=== design 1 ===
Figure 1. Where the registers sit (design 1).
The bar under the picture is 20 microns long.
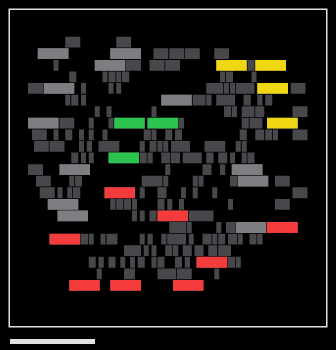

===== src/rtl/circuit3_driver.sv =====
// Stimulus driver and response checker for the 3-input test circuit.
// Steps {a,b,c} through 000..111, samples o after a settle time, and records mismatches.
module circuit3_driver #(
  parameter int unsigned SETTLE_CYCLES = 3,
  parameter logic [7:0]  EXPECTED      = 8'b0100_0000
) (
  input  logic       clk,
  input  logic       rst,
  input  logic       start,
  input  logic       o,
  output logic       a,
  output logic       b,
  output logic       c,
  output logic       busy,
  output logic       done,
  output logic       pass,
  output logic [3:0] mismatch_count,
  output logic [7:0] fail_mask,
  output logic [2:0] vec_idx
);

  typedef enum logic {IDLE, RUN} state_t;

  localparam logic [7:0] CNT_RELOAD = 8'(SETTLE_CYCLES - 1);

  state_t     state_q, state_d;
  logic [2:0] vec_q, vec_d;
  logic [7:0] cnt_q, cnt_d;
  logic       done_q, done_d;
  logic       pass_q, pass_d;
  logic [3:0] mcount_q, mcount_d;
  logic [7:0] fmask_q, fmask_d;

  logic       exp_bit;
  logic       miss;
  logic [3:0] mcount_inc;

  assign exp_bit    = EXPECTED[vec_q];
  // Anything other than a clean match (including X/Z on o) is a mismatch.
  assign miss       = (o === exp_bit) ? 1'b0 : 1'b1;
  assign mcount_inc = mcount_q + {3'b000, miss};

  always_comb begin
    state_d  = state_q;
    vec_d    = vec_q;
    cnt_d    = cnt_q;
    done_d   = 1'b0;
    pass_d   = pass_q;
    mcount_d = mcount_q;
    fmask_d  = fmask_q;
    case (state_q)
      IDLE: begin
        if (start) begin
          state_d  = RUN;
          vec_d    = 3'd0;
          cnt_d    = CNT_RELOAD;
          pass_d   = 1'b0;
          mcount_d = 4'd0;
          fmask_d  = 8'h00;
        end
      end
      RUN: begin
        if (cnt_q != 8'd0) begin
          cnt_d = cnt_q - 8'd1;
        end else begin
          mcount_d = mcount_inc;
          if (miss) fmask_d[vec_q] = 1'b1;
          if (vec_q != 3'd7) begin
            vec_d = vec_q + 3'd1;
            cnt_d = CNT_RELOAD;
          end else begin
            state_d = IDLE;
            done_d  = 1'b1;
            pass_d  = (mcount_inc == 4'd0);
          end
        end
      end
      default: state_d = IDLE;
    endcase
  end

  always_ff @(posedge clk) begin
    if (rst) begin
      state_q  <= IDLE;
      vec_q    <= 3'd0;
      cnt_q    <= 8'd0;
      done_q   <= 1'b0;
      pass_q   <= 1'b0;
      mcount_q <= 4'd0;
      fmask_q  <= 8'h00;
    end else begin
      state_q  <= state_d;
      vec_q    <= vec_d;
      cnt_q    <= cnt_d;
      done_q   <= done_d;
      pass_q   <= pass_d;
      mcount_q <= mcount_d;
      fmask_q  <= fmask_d;
    end
  end

  // Stimulus is the vector index itself, so a/b/c hold their last value in IDLE.
  assign a              = vec_q[2];
  assign b              = vec_q[1];
  assign c              = vec_q[0];
  assign vec_idx        = vec_q;
  assign busy           = (state_q == RUN);
  assign done           = done_q;
  assign pass           = pass_q;
  assign mismatch_count = mcount_q;
  assign fail_mask      = fmask_q;

endmodule


===== config.mk =====
export PLATFORM = sky130hd
export DESIGN_NAME = circuit3_driver
export DESIGN_NICKNAME = d
export VERILOG_FILES = /design/src/rtl/circuit3_driver.sv
export SDC_FILE = /design/constraint.sdc
export NUM_CORES = 1
export LEC_CHECK = 0
export ABC_AREA = 1
export CORE_MARGIN = 4
export CORE_UTILIZATION = 30
export DETAILED_ROUTE_END_ITERATION = 12
export PLACE_DENSITY_LB_ADDON = 0.05
export SLEW_MARGIN = 20
export SYNTH_ARGS = -nofsm -noshare
export SYNTH_HDL_FRONTEND = slang
export SYNTH_SLANG_ARGS = --single-unit

===== constraint.sdc =====
create_clock -name clk -period 4.3 [get_ports clk]
set_input_delay 0.645 -clock clk [delete_from_list [all_inputs] [get_ports clk]]
set_output_delay 0.645 -clock clk [all_outputs]
set_load 0.02 [all_outputs]

=== design 2 ===
<file path="config.mk">
export PLATFORM = sky130hd
export DESIGN_NAME = uart_tx_flat
export DESIGN_NICKNAME = d
export VERILOG_FILES = /design/src/rtl/uart_pkg.sv /design/src/rtl/uart_tx_if.sv /design/src/rtl/uart_baud_gen.sv /design/src/rtl/uart_tx.sv /design/src/flat_wrapper.sv
export SDC_FILE = /design/constraint.sdc
export NUM_CORES = 1
export LEC_CHECK = 0
export CAP_MARGIN = 20
export CORE_MARGIN = 10
export CORE_UTILIZATION = 40
export CTS_BUF_LIST = sky130_fd_sc_hd__clkbuf_8
export DETAILED_ROUTE_END_ITERATION = 10
export GPL_TIMING_DRIVEN = 0
export PLACE_DENSITY = 0.62
export SETUP_SLACK_MARGIN = 0.15
export SLEW_MARGIN = 5
export SYNTH_ARGS = -nofsm -noshare
export SYNTH_HDL_FRONTEND = slang
export SYNTH_SLANG_ARGS = --single-unit
</file>
<file path="constraint.sdc">
create_clock -name clk -period 2.5 [get_ports clk]
set_clock_uncertainty 0.1 [all_clocks]
set_input_delay 0.25 -clock clk [delete_from_list [all_inputs] [get_ports clk]]
set_output_delay 0.25 -clock clk [all_outputs]
set_load 0.01 [all_outputs]
</file>
<file path="src/rtl/uart_pkg.sv">
// Shared UART definitions: FSM state encoding, frame constants and the
// cycles-per-bit helper used by both the transmitter and the receiver.
package uart_pkg;

  typedef enum logic [2:0] {
    IDLE,
    START,
    DATA,
    PARITY,  // only reachable when UART_TX_PARITY_EN is defined
    STOP
  } tx_state_t;

  localparam int DATA_BITS = 8;

  // Clock cycles per serial bit (integer division, truncating).
  function automatic int bit_clk(input int clk_hz, input int bps);
    return clk_hz / bps;
  endfunction

endpackage

</file>
<file path="src/rtl/uart_tx_if.sv">
// Byte-wide valid/ready handshake between a producer (master) and the UART
// transmitter (slave).
interface uart_tx_if;
  import uart_pkg::*;

  logic [DATA_BITS-1:0] tx_data;
  logic                 tx_valid;
  logic                 tx_ready;

  modport master (output tx_data, output tx_valid, input tx_ready);
  modport slave  (input tx_data, input tx_valid, output tx_ready);

endinterface

</file>
<file path="src/rtl/uart_baud_gen.sv">
// Bit-period counter: counts 0..BIT_CLK-1 and flags the terminal count for
// one cycle. Holding clear keeps it parked at 0 so the first bit of a frame
// always gets a full period.
module uart_baud_gen #(
  parameter int BIT_CLK = 16
) (
  input  logic clk,
  input  logic rst,
  input  logic clear,
  output logic tick
);

  localparam int CNT_W = (BIT_CLK > 1) ? $clog2(BIT_CLK) : 1;
  localparam logic [CNT_W-1:0] TERM = CNT_W'(BIT_CLK - 1);

  logic [CNT_W-1:0] cnt_reg;

  // Free-running bit counter, wrapping on terminal count.
  always_ff @(posedge clk) begin
    if (rst || clear) begin
      cnt_reg <= '0;
    end else if (cnt_reg == TERM) begin
      cnt_reg <= '0;
    end else begin
      cnt_reg <= cnt_reg + 1'b1;
    end
  end

  assign tick = !clear && (cnt_reg == TERM);

endmodule

</file>
<file path="src/rtl/uart_tx.sv">
// 8N1 UART transmitter with valid/ready byte input and registered serial
// output. Defining UART_TX_PARITY_EN inserts an even-parity bit between the
// data bits and the stop bit.
module uart_tx
  import uart_pkg::*;
#(
  parameter int CLK_HZ      = 66_000_000,
  parameter int BITRATE_BPS = 9_600
) (
  input  logic       clk,
  input  logic       rst,
  uart_tx_if.slave   bus,
  output logic       tx,
  output logic       busy
);

  localparam int BIT_CLK = bit_clk(CLK_HZ, BITRATE_BPS);

  if (BIT_CLK < 2) begin : g_bit_clk_check
    $error("uart_tx: BIT_CLK = CLK_HZ/BITRATE_BPS must be at least 2");
  end

  tx_state_t            state_reg;
  logic [DATA_BITS-1:0] shift_reg;
  logic [2:0]           bit_idx_reg;
  logic                 tx_reg;
  logic                 busy_reg;
  logic                 ready_reg;
`ifdef UART_TX_PARITY_EN
  logic                 parity_reg;
`endif
  logic                 baud_tick;
  logic                 baud_clear;

  // The bit timer only runs while a frame is on the line.
  assign baud_clear = (state_reg == IDLE);

  uart_baud_gen #(
    .BIT_CLK(BIT_CLK)
  ) u_baud_gen (
    .clk  (clk),
    .rst  (rst),
    .clear(baud_clear),
    .tick (baud_tick)
  );

  // Frame sequencer; every output is registered so the line is glitch-free.
  always_ff @(posedge clk) begin
    if (rst) begin
      state_reg   <= IDLE;
      shift_reg   <= '0;
      bit_idx_reg <= '0;
      tx_reg      <= 1'b1;
      busy_reg    <= 1'b0;
      ready_reg   <= 1'b1;
`ifdef UART_TX_PARITY_EN
      parity_reg  <= 1'b0;
`endif
    end else begin
      case (state_reg)
        IDLE: begin
          bit_idx_reg <= '0;
          if (bus.tx_valid && ready_reg) begin
            shift_reg  <= bus.tx_data;
            state_reg  <= START;
            tx_reg     <= 1'b0;
            busy_reg   <= 1'b1;
            ready_reg  <= 1'b0;
`ifdef UART_TX_PARITY_EN
            parity_reg <= ^bus.tx_data;
`endif
          end
        end
        START: begin
          if (baud_tick) begin
            state_reg   <= DATA;
            tx_reg      <= shift_reg[0];
            bit_idx_reg <= '0;
          end
        end
        DATA: begin
          if (baud_tick) begin
            if (bit_idx_reg == 3'(DATA_BITS - 1)) begin
`ifdef UART_TX_PARITY_EN
              state_reg <= PARITY;
              tx_reg    <= parity_reg;
`else
              state_reg <= STOP;
              tx_reg    <= 1'b1;
`endif
            end else begin
              shift_reg   <= shift_reg >> 1;
              tx_reg      <= shift_reg[1];
              bit_idx_reg <= bit_idx_reg + 3'd1;
            end
          end
        end
        PARITY: begin
`ifdef UART_TX_PARITY_EN
          if (baud_tick) begin
            state_reg <= STOP;
            tx_reg    <= 1'b1;
          end
`else
          // Unreachable without the parity option; recover to idle.
          state_reg <= IDLE;
          tx_reg    <= 1'b1;
          busy_reg  <= 1'b0;
          ready_reg <= 1'b1;
`endif
        end
        STOP: begin
          if (baud_tick) begin
            state_reg <= IDLE;
            tx_reg    <= 1'b1;
            busy_reg  <= 1'b0;
            ready_reg <= 1'b1;
          end
        end
        default: begin
          state_reg <= IDLE;
          tx_reg    <= 1'b1;
          busy_reg  <= 1'b0;
          ready_reg <= 1'b1;
        end
      endcase
    end
  end

  assign tx           = tx_reg;
  assign busy         = busy_reg;
  assign bus.tx_ready = ready_reg;

endmodule

</file>
<file path="src/flat_wrapper.sv">
// flat-port wrapper written by rule: the top's interface ports become plain ports
module uart_tx_flat import uart_pkg::*;
#(
  parameter int CLK_HZ      = 66_000_000,
  parameter int BITRATE_BPS = 9_600
)
  (clk, rst, tx, busy, bus_tx_data, bus_tx_valid, bus_tx_ready);
  uart_tx_if bus_i ();
  input  logic clk;
  input  logic rst;
  output logic tx;
  output logic busy;
  input wire logic [$bits(bus_i.tx_data)-1:0] bus_tx_data;
  input wire logic [$bits(bus_i.tx_valid)-1:0] bus_tx_valid;
  output wire logic [$bits(bus_i.tx_ready)-1:0] bus_tx_ready;
  assign bus_i.tx_data = bus_tx_data;
  assign bus_i.tx_valid = bus_tx_valid;
  assign bus_tx_ready = bus_i.tx_ready;
  uart_tx #(.CLK_HZ(CLK_HZ), .BITRATE_BPS(BITRATE_BPS)) u_core (.clk(clk), .rst(rst), .bus(bus_i), .tx(tx), .busy(busy));
endmodule
</file>
=== design 3 ===
$ cat config.mk
export PLATFORM = sky130hd
export DESIGN_NAME = descrambler_lock_controller
export DESIGN_NICKNAME = d
export VERILOG_FILES = /design/src/rtl/descrambler_lock_controller.sv
export SDC_FILE = /design/constraint.sdc
export NUM_CORES = 1
export LEC_CHECK = 0
export CORE_UTILIZATION = 55
export DETAILED_ROUTE_END_ITERATION = 10
export PLACE_DENSITY = 0.83
export SLEW_MARGIN = 20
export SYNTH_ARGS = -nofsm -noshare
export SYNTH_HDL_FRONTEND = slang
export SYNTH_SLANG_ARGS = --single-unit
export TNS_END_PERCENT = 1
$ cat constraint.sdc
create_clock -name clock -period 2.25 [get_ports clock]
set_input_delay 0.3375 -clock clock [delete_from_list [all_inputs] [get_ports clock]]
set_output_delay 0.3375 -clock clock [all_outputs]
set_load 0.05 [all_outputs]
$ cat src/rtl/descrambler_lock_controller.sv
// descrambler_lock_controller: sync-header frame-lock sequencer for the descrambler.
// Define DESCRAMBLER_LOCK_STATS_EN to add the saturating errorCount port.
module descrambler_lock_controller #(
  parameter int LOCK_COUNT   = 16,
  parameter int UNLOCK_COUNT = 4,
  parameter int WINDOW       = 32,
  parameter int SLIP_WAIT    = 4
) (
  input  logic        clock,
  input  logic        reset,
  input  logic        frameValid,
  input  logic [1:0]  header,
  output logic        deScrambleEnable,
  output logic        bitSlip,
  output logic        locked,
  output logic        dataValid
`ifdef DESCRAMBLER_LOCK_STATS_EN
  ,
  output logic [15:0] errorCount
`endif
);

  localparam int GW = $clog2(LOCK_COUNT + 1);
  localparam int BW = $clog2(UNLOCK_COUNT + 1);
  localparam int WW = $clog2(WINDOW + 1);
  localparam int SW = $clog2(SLIP_WAIT + 1);

  typedef enum logic [1:0] {
    HUNT,
    SLIP,
    VERIFY,
    LOCKED
  } state_t;

  state_t        state;
  logic [GW-1:0] good_cnt;
  logic [BW-1:0] bad_cnt;
  logic [WW-1:0] win_cnt;
  logic [SW-1:0] slip_cnt;
  logic          primed;
  logic          good;

  assign good = header[1] ^ header[0];

  // Lock FSM with registered outputs and all counters.
  always_ff @(posedge clock or negedge reset) begin
    if (!reset) begin
      state            <= HUNT;
      good_cnt         <= '0;
      bad_cnt          <= '0;
      win_cnt          <= '0;
      slip_cnt         <= '0;
      primed           <= 1'b0;
      deScrambleEnable <= 1'b0;
      bitSlip          <= 1'b0;
      locked           <= 1'b0;
      dataValid        <= 1'b0;
`ifdef DESCRAMBLER_LOCK_STATS_EN
      errorCount       <= '0;
`endif
    end else begin
      bitSlip   <= 1'b0;
      dataValid <= 1'b0;
      case (state)
        HUNT: begin
          if (frameValid) begin
            if (good) begin
              state    <= VERIFY;
              good_cnt <= GW'(1);
            end else begin
              state    <= SLIP;
              bitSlip  <= 1'b1;
              slip_cnt <= '0;
            end
          end
        end
        SLIP: begin
          if (slip_cnt == SW'(SLIP_WAIT - 1)) begin
            state    <= HUNT;
            slip_cnt <= '0;
          end else begin
            slip_cnt <= slip_cnt + 1'b1;
          end
        end
        VERIFY: begin
          if (frameValid) begin
            if (!good) begin
              state    <= SLIP;
              bitSlip  <= 1'b1;
              good_cnt <= '0;
              slip_cnt <= '0;
            end else if (good_cnt == GW'(LOCK_COUNT - 1)) begin
              state            <= LOCKED;
              good_cnt         <= '0;
              bad_cnt          <= '0;
              win_cnt          <= '0;
              primed           <= 1'b0;
              deScrambleEnable <= 1'b1;
              locked           <= 1'b1;
            end else begin
              good_cnt <= good_cnt + 1'b1;
            end
          end
        end
        LOCKED: begin
          if (frameValid) begin
            dataValid <= primed;
            primed    <= 1'b1;
`ifdef DESCRAMBLER_LOCK_STATS_EN
            if (!good && errorCount != 16'hFFFF)
              errorCount <= errorCount + 16'd1;
`endif
            if (!good && bad_cnt == BW'(UNLOCK_COUNT - 1)) begin
              state            <= HUNT;
              bad_cnt          <= '0;
              win_cnt          <= '0;
              primed           <= 1'b0;
              deScrambleEnable <= 1'b0;
              locked           <= 1'b0;
            end else if (win_cnt == WW'(WINDOW - 1)) begin
              win_cnt <= '0;
              bad_cnt <= '0;
            end else begin
              win_cnt <= win_cnt + 1'b1;
              if (!good)
                bad_cnt <= bad_cnt + 1'b1;
            end
          end
        end
        default: state <= HUNT;
      endcase
    end
  end

endmodule

=== design 4 ===
--- config.mk ---
export PLATFORM = sky130hd
export DESIGN_NAME = inv_bank_inertial
export DESIGN_NICKNAME = d
export VERILOG_FILES = /design/src/rtl/inv_bank_inertial.sv
export SDC_FILE = /design/constraint.sdc
export NUM_CORES = 1
export LEC_CHECK = 0
export CORE_MARGIN = 1
export CORE_UTILIZATION = 40
export CTS_CLUSTER_SIZE = 30
export DETAILED_ROUTE_END_ITERATION = 10
export PLACE_DENSITY_LB_ADDON = 0.15
export SYNTH_ARGS = -nofsm -noshare
export SYNTH_HDL_FRONTEND = slang
export SYNTH_SLANG_ARGS = --single-unit
--- constraint.sdc ---
create_clock -name clk -period 4.4 [get_ports clk]
set_input_delay 1.1 -clock clk [delete_from_list [all_inputs] [get_ports clk]]
set_output_delay 1.1 -clock clk [all_outputs]
set_load 0.01 [all_outputs]
--- src/rtl/inv_bank_inertial.sv ---
// rtl/inv_bank_inertial.sv - N-channel inverter/buffer bank with clock-counted inertial or transport delay
module inv_bank_inertial #(
  parameter int          N        = 6,
  parameter int          DELAY    = 9,
  parameter logic [N-1:0] INV_MASK = {N{1'b1}},
  parameter logic [N-1:0] IC       = {N{1'b0}},
  parameter bit          INERTIAL = 1'b1
) (
  input  logic         clk,
  input  logic         rst,
  input  logic [N-1:0] a,
  output logic [N-1:0] y,
  output logic [N-1:0] pending,
  input  logic         glitch_clr,
  output logic [15:0]  glitch_cnt
);

  localparam int CW = $clog2(DELAY + 1);

  logic [N-1:0] t;
  logic [N-1:0] yq;
  logic [N-1:0] pend_raw;
  logic [N-1:0] abandon;
  logic [5:0]   nglitch;
  logic [16:0]  gsum;
  logic [15:0]  gq;

  assign t          = a ^ INV_MASK;
  assign y          = yq;
  assign pending    = rst ? '0 : pend_raw;
  assign glitch_cnt = gq;

  generate
    if (INERTIAL) begin : g_inertial
      logic [CW-1:0] cnt [N];

      // A channel only commits after t has differed from y for DELAY sampled edges.
      always_ff @(posedge clk or posedge rst) begin
        if (rst) begin
          yq <= IC;
          for (int i = 0; i < N; i++) cnt[i] <= '0;
        end else begin
          for (int i = 0; i < N; i++) begin
            if (t[i] == yq[i]) begin
              cnt[i] <= '0;
            end else if (cnt[i] == CW'(DELAY - 1)) begin
              yq[i]  <= t[i];
              cnt[i] <= '0;
            end else begin
              cnt[i] <= cnt[i] + 1'b1;
            end
          end
        end
      end

      always_comb begin
        abandon = '0;
        for (int i = 0; i < N; i++) abandon[i] = (t[i] == yq[i]) && (cnt[i] != '0);
      end

      assign pend_raw = t ^ yq;
    end else begin : g_transport
      // Stage 0 takes t, stage DELAY-1 drives y.
      logic [DELAY-1:0] sr [N];

      always_ff @(posedge clk or posedge rst) begin
        if (rst) begin
          for (int i = 0; i < N; i++) sr[i] <= {DELAY{IC[i]}};
        end else begin
          for (int i = 0; i < N; i++) begin
            sr[i][0] <= t[i];
            for (int k = 1; k < DELAY; k++) sr[i][k] <= sr[i][k-1];
          end
        end
      end

      always_comb begin
        yq       = '0;
        pend_raw = '0;
        for (int i = 0; i < N; i++) begin
          yq[i]       = sr[i][DELAY-1];
          pend_raw[i] = |(sr[i] ^ {DELAY{sr[i][DELAY-1]}});
        end
      end

      assign abandon = '0;
    end
  endgenerate

  always_comb begin
    nglitch = '0;
    for (int i = 0; i < N; i++) nglitch = nglitch + 6'(abandon[i]);
    gsum = {1'b0, gq} + {11'd0, nglitch};
  end

  // Clear beats a same-edge increment; the sum saturates instead of wrapping.
  always_ff @(posedge clk or posedge rst) begin
    if (rst)             gq <= '0;
    else if (glitch_clr) gq <= '0;
    else if (gsum[16])   gq <= 16'hFFFF;
    else                 gq <= gsum[15:0];
  end

endmodule
Figure 2. Track usage over the die (design 3).
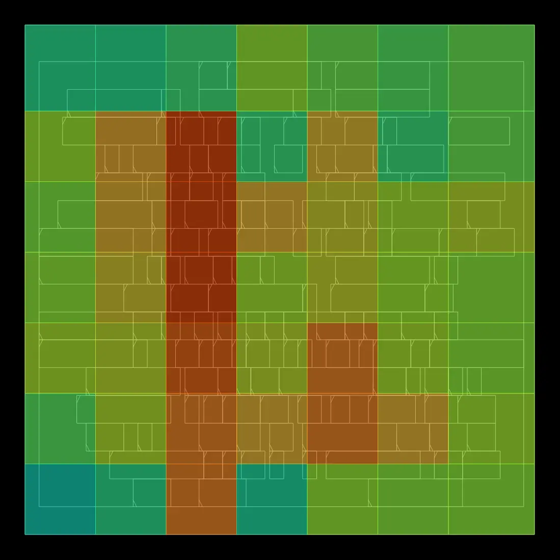
Util after Layout: 69.1%
met1 GRT Util: 29.7%
GR met3 Demand/Resource: 3.70%
Overall Global Routing Usage: 21.4%
gr busiest metal: met2

==> results.toml, design 3 <==
# flow metrics
[outcome]
status = "finished, final reports clean"

[yosys]
async_reset_ff_share_pct = 100
syn_area_sq_um = 1260
ys_sh_simple_pct = 20.8

[power_and_ir_drop]
power_density_nw_per_um2 = 1120
finalPower_mw = 1.59
peakVddDrop_mv = 0.634

[critical_path]
path_buffers = 0
worst_r2r_path_depth = 5
rrSetupSlack_ps = 370
critical-path-slowest-cell = "a21oi_1"

[die]
io_pins = 9
core_sq_um = 2060

[routing]
via_per_inst = 6.05
wl_per_cell_microns = 14.1
drt_pass1_iterations = 4
drt-total-wl_microns = 2350

[clock_network]
h-tree-depth = 1
clk_path_buf_depth = 2

[placement]
place_area_sq_um = 1400
place.port_buffers = 8

[flow_run]
warning_count = 26

[min_path]
hold_class = "input port to async pin"

[grt]
grt_pass1_wl_microns = 4010
antenna_found_initial = 0
[design 3: layer usage]
layer / part of all wire (%) / routed length (microns) / vias up / GRT usage (%)
met2: 45 / 1060 / 45 / 33.8
met1: 48 / 1130 / 471 / 29.7
met3: 5.8 / 137 / 3 / 3.70
met5: 0 / 0 / - / 0
met4: 0.98 / 23 / 0 / 7.14
li1: - / - / 491 / -
[design 3: registers in the layout (all words and copies together), names as in the netlist]
signal	count
locked	1
bad_cnt	3
dataValid	1
state	2
good_cnt	5
primed	1
slip_cnt	3
bitSlip	1
win_cnt	6
[design 3: final cells by class]
class / count / area (sq um) / share of cell area [%]
multi-input cells: 93 / 637 / 44.7
flip-flops and latches: 23 / 576 / 40.4
repair buffers: 15 / 133 / 9.31
well taps: 27 / 33.8 / 2.37
clock buffers: 4 / 26.3 / 1.85
inverters: 5 / 18.8 / 1.32
[design 3: where the power goes]
group | switching (mW) | total, mW | internal (mW)
clock network | 0.123 | 0.192 | 0.0694
logic | 0.385 | 0.700 | 0.315
registers | 0.154 | 0.696 | 0.542
total | 0.662 | 1.59 | 0.926
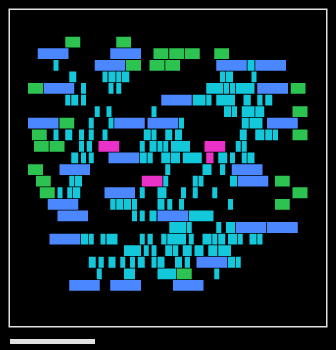
Figure 3: design 1, placement by cell class.
The bar under the picture is 20 microns long.
- remaining logic cells: cyan (cells 146; share of their area 47%)
- clock drivers and dummy loads: magenta (cells 4; share of their area 3.0%)
- remaining buffers and delay cells: green (cells 24; share of their area 15%)
- registers: blue (cells 27; share of their area 34%)
number of placement rows: 23
Seq/total area: 33.1%
Post-Layout Inst Area: 1630 sq um
Core Box Area: 4120 sq um
Util after Layout: 39.6%

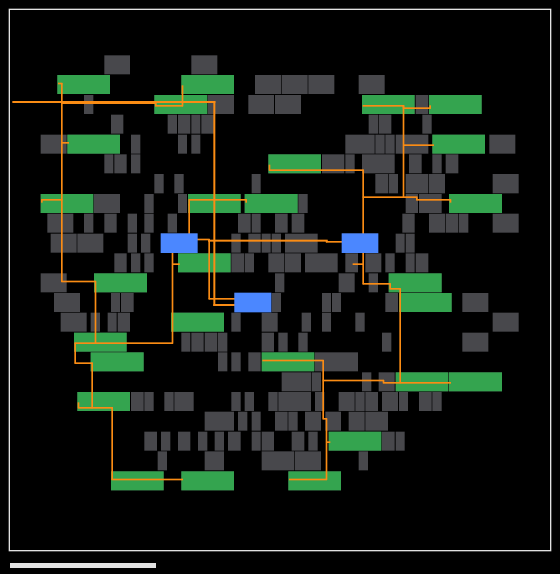
Figure 4: design 1, clock wires, drivers and flops.
The bar under the picture is 20 microns long.
- clock wires: orange (length 383 microns)
- flip-flops: green (count 27)
- clock-net drivers: blue (count 3)
- routed clock nets: 4
Power Clock: 146 uW
clock skew: 5.79 ps
clock latency (worst-skew pair): 270 ps
clock share of power: 23.2%

About Figure 1:
- `cnt_q`: red (placed flops 8)
- `vec_idx`: green (placed flops 3)
- `mismatch_count`: yellow (placed flops 4; where upper right)
- not coloured: 12
Seq group: 291 uW
Reg area: 541 sq um

==> results.toml, design 1 <==
# flow metrics
[outcome]
status = "finished, final reports clean"

[critical_path]
start_kind = "flop"
worst_ep_required_time_ps = 3650
path_buffers = 1

[yosys]
ys_types = 25
top_cells_by_count = "36 x nand2_1, 27 x dfxtp_1, 27 x nor2_1"

[grt]
grt_max_degree = 16
gr-usage-met1_pct = 15.1

[power_and_ir_drop]
peakVddDrop_mv = 0.168
power_density_nw_per_um2 = 387

[routing]
drt-met1-wl_microns = 1460
highest-signal-layer = "met4"
initialDrtViolationCount = 40
vias = 1184
drc = 0
wl_met3_microns = 149

[clock_network]
cts_buffers = 3
clock-sinks = 27
clk_pin_slew_ps = 100

[timing]
max_freq_ghz = 0.453
tightest_slew_ps = 484
fin_tns_setup_ps = 0
min_period_ps = 2210
layout_setup_ws_ps = 2090
finalClockPeriodUsage_pct = 51.3

[placement]
dp.cells = 247
pre_cts_slack_ps = 1970

[min_path]
holdCritStartpoint = "fail_mask[0]"

[flow_run]
warning_count = 27

[final_layout]
instances_no_fill = 251
-- design 1: kinds of logic (layout without fill, tap and decap cells) --
group	after synthesis	count (layout)	share of synthesized area (%)
simple gates	91	91	31.5
compound gates	29	29	12.4
flops	27	27	41.1
buf+inv	22	45	7.24
fa+ha+maj	6	6	5.71
xor+xnor	3	3	2.00
-- design 1: per-stage QoR --
stage	area, sq um	utilization [%]	power (mW)	hold WS (ps)
after global placement	1590	38.5	0.493	456
final	1630	39.6	0.632	478
after CTS	1630	39.6	0.645	488
after detailed placement	1590	38.5	0.494	457
after floorplan	1310	-	0.441	443
after global routing	1630	39.6	0.680	505
-- design 1: cell type report --
class	count	area (sq um)	share of cell area [%]
Clock buffer	3	41.3	2.53
Clock inverter	1	5.00	0.307
Inverter	17	63.8	3.91
Multi-Input combinational cell	129	678	41.6
Sequential cell	27	541	33.1
Tap cell	50	62.6	3.83
Timing Repair Buffer	24	240	14.7
-- design 1: sequential cells by signal, summed over array words and instances, names as in the netlist --
register and cells:
busy 1, cnt_q 8, done 1, exp_bit 1, fail_mask 8, mismatch_count 4, pass 1, vec_idx 3
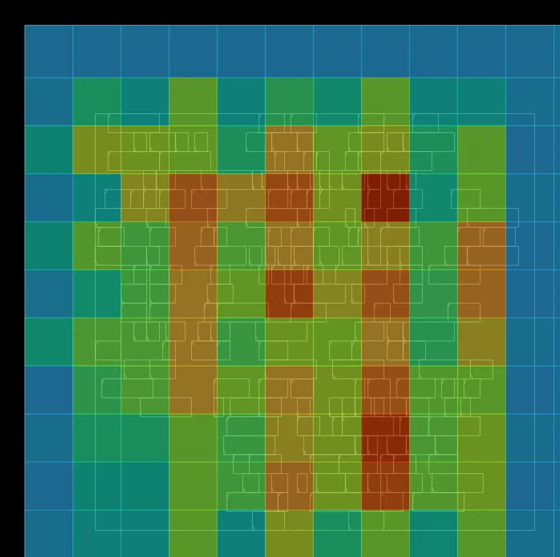
Figure 5: design 2, track usage over the die.
GR met3 Demand/Resource: 4.00%
gr busiest metal: met2

==> results.toml, design 2 <==
# flow metrics
[outcome]
status = "finished, final reports clean"

[critical_path]
worst_ep_required_time_ps = 2610
rrSetupSlack_ps = 370
cp_cell_sequence = "ha_1 -> ha_1 -> nor4b_2 -> nand4_1 -> buf_2 -> a21o_1 -> a21oi_1"

[die]
fp.dieH_microns = 83.4
core_sq_um = 3770
io_pins = 14

[clock_network]
post_cts_buffers = 0
clk_pin_slew_ps = 60
cts_buffers = 5

[routing]
highest-signal-layer = "met4"
initialDrtViolationCount = 103

[yosys]
ys.warnings.count = 0
ys_sh_adder_pct = 3.11

[timing]
layout_setup_ws_ps = 368
fin_tns_setup_ps = 0
tightest_slew_ps = 438
drv_slew = 0

[power_and_ir_drop]
leakage_nw = 0.663
peakVddDrop_mv = 0.282

[final_layout]
area_growth_pct = 15.9
fin_nets = 206

[placement]
dp.cells = 232
## design 2: how the worst min path moves through the flow
stage,depth (start not counted),to,startpoint
2_1_floorplan,2,u_core.shift_reg[7],bus_tx_valid
3_3_place_gp,1,u_core.u_baud_gen.cnt_reg[0],u_core.u_baud_gen.cnt_reg[0]
3_5_place_dp,1,u_core.u_baud_gen.cnt_reg[0],u_core.u_baud_gen.cnt_reg[0]
4_1_cts,2,u_core.state_reg[0],rst
5_1_grt,2,u_core.bus.tx_ready,rst
6_report,2,u_core.state_reg[0],rst
## design 2: layout make-up
type	count	area (sq um)
timing repair buffer	12	120
clock buffer	5	68.8
sequential	30	601
fill	341	1910
multi-input combinational	124	905
tap	48	60.1
inverter	5	18.8
buffer	13	85.1
clock inverter	2	7.51
## design 2: synthesized netlist by cell type (all sizes together), types with 5 or more instances
cell,count
dfxtp,30
nor2,16
nand3,15
a21oi,14
buf,8
mux2i,8
a21o,7
o21ai,7
xnor2,6
xor2,6
and3,5
clkbuf,5
inv,5
nand2,5
nand4,5
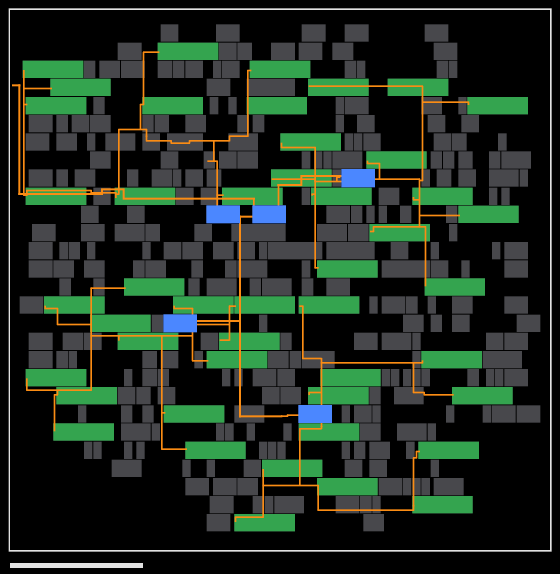
Figure 6: design 4, clock wires, drivers and flops.
The bar under the picture is 20 microns long.
- clock wires: orange (length 592 microns)
- clock-net drivers: blue (count 5)
- flip-flops: green (count 46)
- routed clock nets: 6

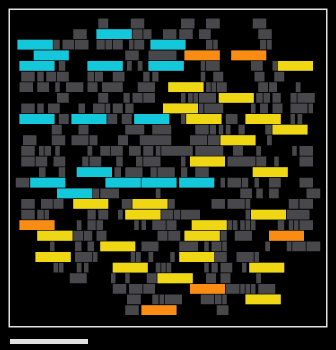
Figure 7: design 4, where the registers sit.
The bar under the picture is 20 microns long.
- `glitch_cnt`: cyan (placed flops 16)
- `g_inertial.cnt`: yellow (placed flops 24)
- `y`: orange (placed flops 6)
Util after Layout: 53.2%
Seq group: 621 uW
Seq/total area: 36.3%
Reg area: 1150 sq um

==> results.toml, design 4 <==
# flow metrics
[timing]
setup_violations = 0
layout_setup_ws_ps = 172
min_period_ps = 4230

[outcome]
status = "finished, final reports clean"

[power_and_ir_drop]
p_sw_uw = 660
pg_comb_uw = 867
power-top-group = "combinational logic"
power_frac_clock_pct = 15.2
peakVddDrop_mv = 0.255
combPwrFrac_pct = 49.4

[clock_network]
cts_tree = "built"
clk_pin_slew_ps = 80
cts_root_buf = "clkbuf_8"

[yosys]
yosys.area_share.aoi_pct = 12.7
syn_inst = 255
ys.warnings.count = 0
yosys-mux-area-fraction_pct = 1.60
yosys.area.top_type = "dfrtp_1"
area_leaders = "dfrtp_1 46%, ha_1 7.5%, a21oi_1 5.4%"
ys_types = 33
top_cell = "dfrtp_1"

[routing]
drt-met1-wl_microns = 2350
vias = 1911
initialDrtViolationCount = 63

[grt]
antenna_found_initial = 0
met3_usage_pct = 4.27
grt-ovfl-total = 0

[critical_path]
slowest_delay_ps = 540
arrival_ps = 4440
worst_r2r_path_depth = 13
critPathCaptureType = "flop"
setup.worst_path.class = "input port to flop"

[placement]
dp.cells = 378
place_hpwl_microns = 3590

[die]
core_sq_um = 5960

[flow_run]
cap_violations = 0

[final_layout]
area_growth_pct = 27.0
regMostFlops = "g_inertial.cnt"

[min_path]
min_to = "g_inertial.cnt[20]"
-- design 4: cell type report --
cell class | instances | area, sq um | area share, %
clock inverter | 1 | 5.00 | 0.158
inverter | 28 | 105 | 3.32
clock buffer | 7 | 86.3 | 2.72
tap | 75 | 93.8 | 2.96
sequential | 46 | 1150 | 36.3
multi-input combinational | 178 | 1240 | 39.2
timing repair buffer | 51 | 485 | 15.3
-- design 4: worst register-to-register path, cell delays in order (launching register included) --
cell and delay (ps):
dfrtp_1 410, inv_1 80, ha_1 220, inv_1 60
o31a_1 250, fa_1 460, fa_1 540, fa_2 230
fa_2 210, buf_4 110, a21o_1 120, nand4_1 160
or4_1 530, a31oi_1 130
-- design 4: repair_timing --
action | CTS | global route
resized | 1 | 3
setup endpoints to repair | 16 | 16
endpoints found under the hold margin | 0 | 0
pin swaps | 2 | 3
-- design 4: worst max path at each step --
stage                     from        endpoint  slack [ps]  cells past startpoint
after floorplan           a[2]  glitch_cnt[13]          80                     11
after global placement    a[0]  glitch_cnt[14]        -280                     12
after detailed placement  a[0]  glitch_cnt[14]        -310                     12
after CTS                 a[0]   glitch_cnt[6]           7                     12
after global routing      a[2]  glitch_cnt[14]          -3                     12
final                     a[0]  glitch_cnt[14]         170                     12

==> screenshots <==
Gate-type map.
picture 1
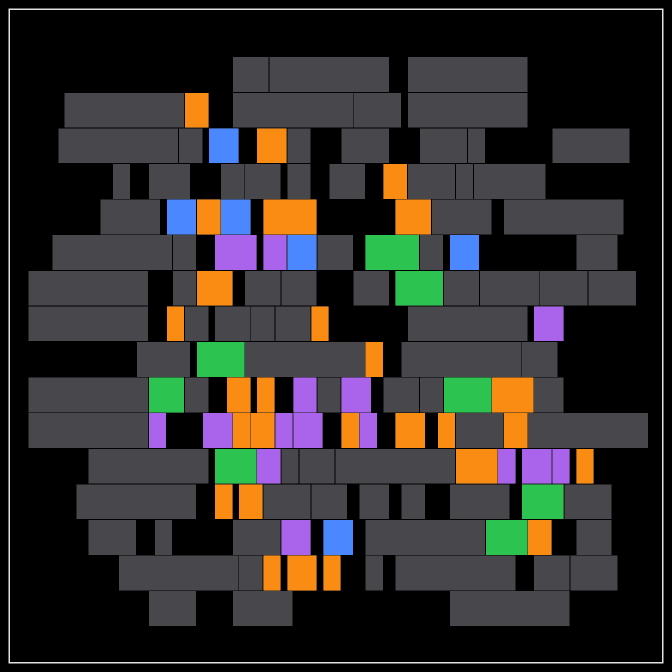
picture 2
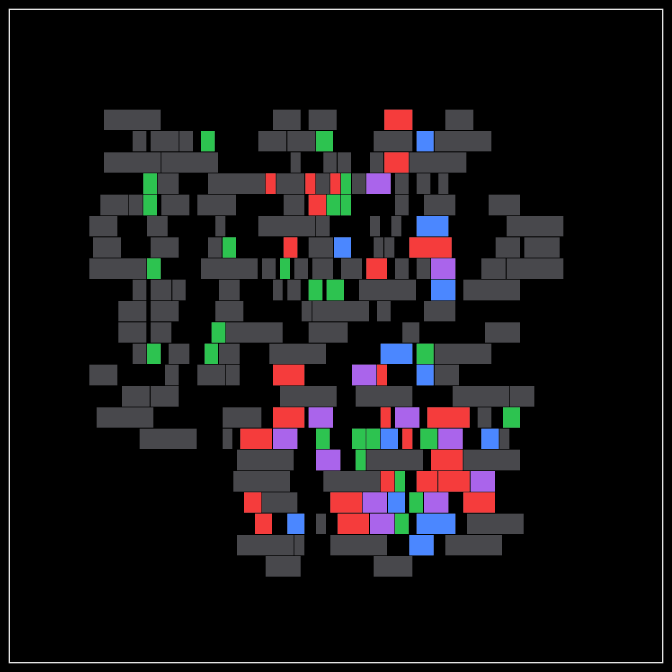
picture 3
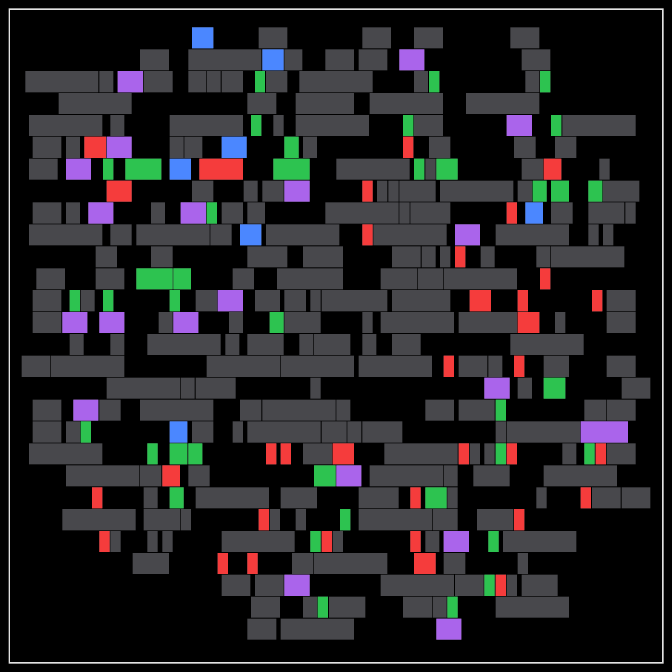
picture 4
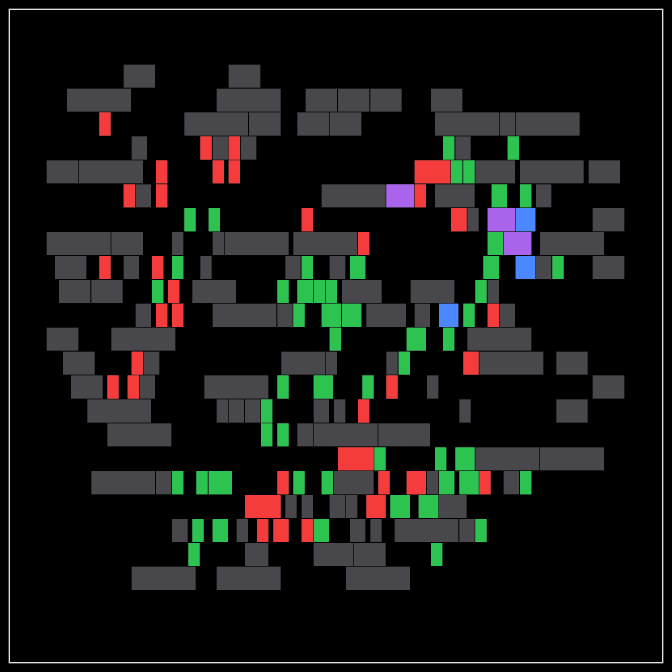
picture 2 -> design 2
picture 3 -> design 4
picture 1 -> design 3
picture 4 -> design 1
The one with the most cells is picture 3.


=== design 5 ===
Figure 8. Clock wires, drivers and flops (design 5).
The bar under the picture is 20 microns long.
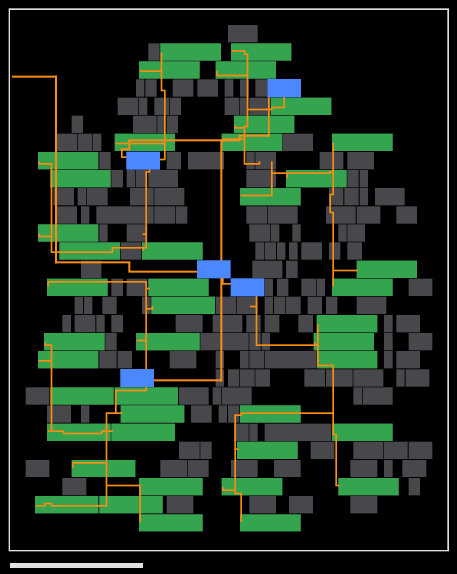
`src/rtl/keypad_scanner.sv`:
```
// 4x4 active-low key matrix scanner: drives one column at a time, debounces the
// row lines over whole column periods and reports one event per key press.
module keypad_scanner #(
  parameter int CLK_DIV  = 62500,
  parameter int DEBOUNCE = 4
) (
  input  logic       Clock,
  input  logic       resetSW,
  input  logic [3:0] ROW,
  output logic [3:0] COL,
  output logic [3:0] KeyCode,
  output logic       KeyValid,
  output logic       KeyHeld
);

  localparam int PRE_W = (CLK_DIV > 2) ? $clog2(CLK_DIV) : 1;
  localparam int CNT_W = $clog2(DEBOUNCE + 1);

  typedef enum logic [1:0] {
    S_SCAN,
    S_DEBOUNCE,
    S_HELD
  } state_t;

  logic [3:0]       row_meta, row_sync;
  logic [PRE_W-1:0] prescaler;
  logic             tick;

  state_t           state, state_nxt;
  logic [1:0]       col_idx, col_idx_nxt;
  logic [1:0]       row_idx, row_idx_nxt;
  logic [1:0]       row_enc;
  logic [3:0]       cand, cand_nxt;
  logic [CNT_W-1:0] cnt, cnt_nxt, cnt_inc;
  logic [3:0]       key_code_nxt;
  logic             key_valid_nxt, key_held_nxt;

  // ROW is asynchronous to Clock; nothing downstream looks at it before two flops.
  // NOTE: every flop uses <= so all registers update from pre-edge values.
  always_ff @(posedge Clock or negedge resetSW) begin
    if (!resetSW) begin
      row_meta  <= 4'hF;
      row_sync  <= 4'hF;
      prescaler <= '0;
    end else begin
      row_meta  <= ROW;
      row_sync  <= row_meta;
      prescaler <= tick ? '0 : prescaler + 1'b1;
    end
  end

  assign tick = (prescaler == PRE_W'(CLK_DIV - 1));
  assign COL  = ~(4'b0001 << col_idx);

  always_comb begin
    row_enc = 2'd0;
    for (int i = 0; i < 4; i++) begin
      if (!row_sync[i]) row_enc = 2'(i);
    end
  end

  assign cnt_inc = cnt + 1'b1;

  always_comb begin
    // NOTE: every output of this block gets a default first, so no latches are inferred.
    state_nxt     = state;
    col_idx_nxt   = col_idx;
    row_idx_nxt   = row_idx;
    cand_nxt      = cand;
    cnt_nxt       = cnt;
    key_code_nxt  = KeyCode;
    key_held_nxt  = KeyHeld;
    key_valid_nxt = 1'b0;

    if (tick) begin
      unique case (state)
        S_SCAN: begin
          if (row_sync == 4'hF) begin
            col_idx_nxt = col_idx + 1'b1;
          end else if ($countones(~row_sync) == 1) begin
            cand_nxt    = row_sync;
            row_idx_nxt = row_enc;
            if (DEBOUNCE == 1) begin
              key_code_nxt  = {row_enc, col_idx};
              key_valid_nxt = 1'b1;
              key_held_nxt  = 1'b1;
              cnt_nxt       = '0;
              state_nxt     = S_HELD;
            end else begin
              cnt_nxt   = CNT_W'(1);
              state_nxt = S_DEBOUNCE;
            end
          end else begin
            // Two or more rows low in one column is a ghost or multi-key: skip it.
            col_idx_nxt = col_idx + 1'b1;
          end
        end

        S_DEBOUNCE: begin
          if (row_sync == cand) begin
            if (cnt_inc == CNT_W'(DEBOUNCE)) begin
              key_code_nxt  = {row_idx, col_idx};
              key_valid_nxt = 1'b1;
              key_held_nxt  = 1'b1;
              cnt_nxt       = '0;
              state_nxt     = S_HELD;
            end else begin
              cnt_nxt = cnt_inc;
            end
          end else begin
            cnt_nxt     = '0;
            col_idx_nxt = col_idx + 1'b1;
            state_nxt   = S_SCAN;
          end
        end

        S_HELD: begin
          if (row_sync == 4'hF) begin
            if (cnt_inc == CNT_W'(DEBOUNCE)) begin
              key_held_nxt = 1'b0;
              cnt_nxt      = '0;
              col_idx_nxt  = col_idx + 1'b1;
              state_nxt    = S_SCAN;
            end else begin
              cnt_nxt = cnt_inc;
            end
          end else begin
            cnt_nxt = '0;
          end
        end

        default: state_nxt = S_SCAN;
      endcase
    end
  end

  always_ff @(posedge Clock or negedge resetSW) begin
    if (!resetSW) begin
      state    <= S_SCAN;
      col_idx  <= 2'd0;
      row_idx  <= 2'd0;
      cand     <= 4'hF;
      cnt      <= '0;
      KeyCode  <= 4'd0;
      KeyValid <= 1'b0;
      KeyHeld  <= 1'b0;
    end else begin
      state    <= state_nxt;
      col_idx  <= col_idx_nxt;
      row_idx  <= row_idx_nxt;
      cand     <= cand_nxt;
      cnt      <= cnt_nxt;
      KeyCode  <= key_code_nxt;
      KeyValid <= key_valid_nxt;
      KeyHeld  <= key_held_nxt;
    end
  end

endmodule

```
`config.mk`:
```
export PLATFORM = sky130hd
export DESIGN_NAME = keypad_scanner
export DESIGN_NICKNAME = d
export VERILOG_FILES = /design/src/rtl/keypad_scanner.sv
export SDC_FILE = /design/constraint.sdc
export NUM_CORES = 1
export LEC_CHECK = 0
export CORE_ASPECT_RATIO = 1.25
export CORE_MARGIN = 2
export CORE_UTILIZATION = 45
export DETAILED_ROUTE_END_ITERATION = 10
export GPL_ROUTABILITY_DRIVEN = 0
export GPL_TIMING_DRIVEN = 0
export PLACE_DENSITY_LB_ADDON = 0.12
export SLEW_MARGIN = 20
export SYNTH_ARGS = -nofsm -noshare
export SYNTH_HDL_FRONTEND = slang
export SYNTH_SLANG_ARGS = --single-unit
```
`constraint.sdc`:
```
create_clock -name Clock -period 3.11 [get_ports Clock]
set_clock_uncertainty 0.05 [all_clocks]
set_input_delay 0.4665 -clock Clock [delete_from_list [all_inputs] [get_ports Clock]]
set_output_delay 0.4665 -clock Clock [all_outputs]
set_load 0.05 [all_outputs]
```
==> results.toml <==
# flow metrics
[routing]
highest-signal-layer = "met4"
via_per_inst = 5.15
wl_met3_microns = 121

[clock_network]
cts_tree = "built"

[outcome]
status = "finished, final reports clean"

[power_and_ir_drop]
p_sw_uw = 238
switching_share_pct = 24.0
peakVddDrop_mv = 0.259

[final_layout]
n_fill_cell = 411
lay_top_count = "dfrtp_1"

[yosys]
synth.avg_cell_area_sq_um = 11.4
edf_count = 0
ff_type = "dfrtp_1"

[grt]
met3_usage_pct = 3.74

[critical_path]
setup.worst_path.class = "flop to flop"
rrSetupSlack_ps = 310
## Picture notes: Figure 8
- clock wires: orange (length 505 microns)
- clock-net drivers: blue (count 5)
- flip-flops: green (count 43)
- routed clock nets: 6
- flops lie: all over the die

==> cell families (layout without fill, tap and decap cells) <==
kind of cell / after synthesis / after routing / synth area share (%)
AND-OR/OR-AND: 18 / 18 / 5.15
XOR/XNOR: 18 / 18 / 7.37
AND/OR/NAND/NOR: 64 / 64 / 18.3
flip-flops: 43 / 43 / 51.0
buffers and inverters: 18 / 42 / 3.27
multiplexers: 11 / 11 / 5.79
adder cells (fa/ha/maj): 15 / 15 / 9.12
==> layout make-up <==
type / instances / area share, %
inverter: 16 / 2.42
timing repair buffer: 16 / 6.96
sequential: 43 / 44.0
multi-input combinational: 126 / 39.4
clock inverter: 3 / 1.06
buffer: 2 / 0.403
clock buffer: 5 / 2.77
tap: 60 / 3.02
==> cell usage after synthesis (4+ instances only) <==
master   number  area (sq um)
dfrtp_1      31           776
inv_1        16          60.1
ha_1         14           175
nand2_1      13          48.8
nor2_1       13          48.8
dfstp_2      12           315
nand3_1      12          60.1
xnor2_1      12           105
mux2_2       10           113
xor2_1        6          52.6
a21oi_1       5          25.0
and3_1        5          31.3
a31oi_1       4          25.0
o21ai_0       4          20.0


==> notes/layouts.md <==
Pictures saved along the way, in no particular order.

Track usage over the die.
Plate I
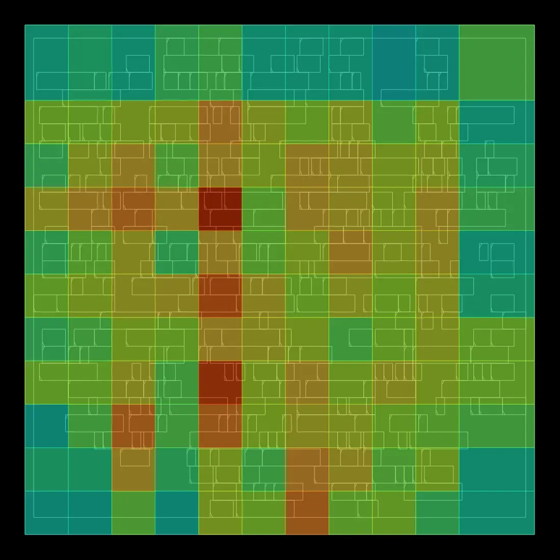
Plate II
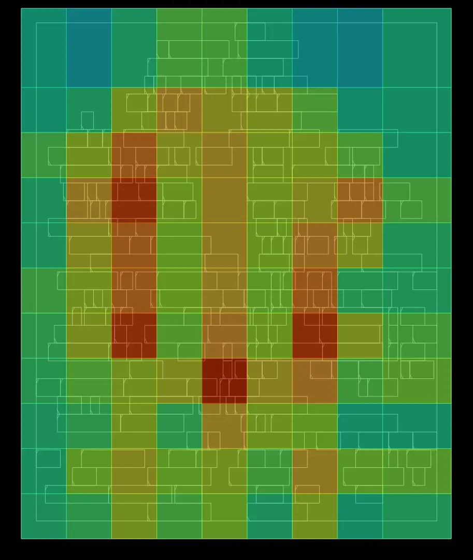
Plate III
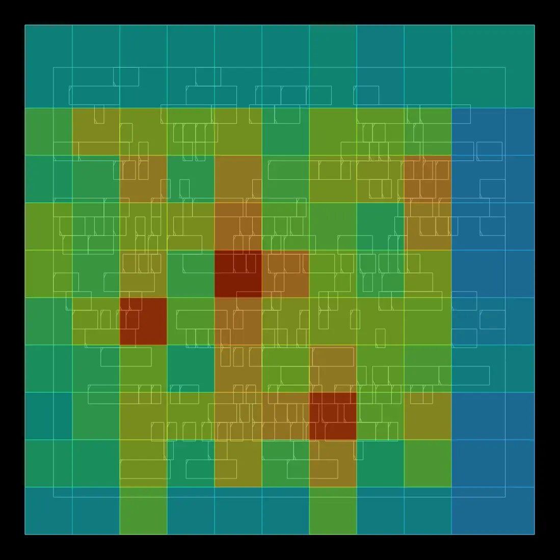
design 5: Plate II
design 4: Plate I
design 1: Plate III
The one with the lowest track usage is Plate III.

Power and IR drop assume default switching activity.
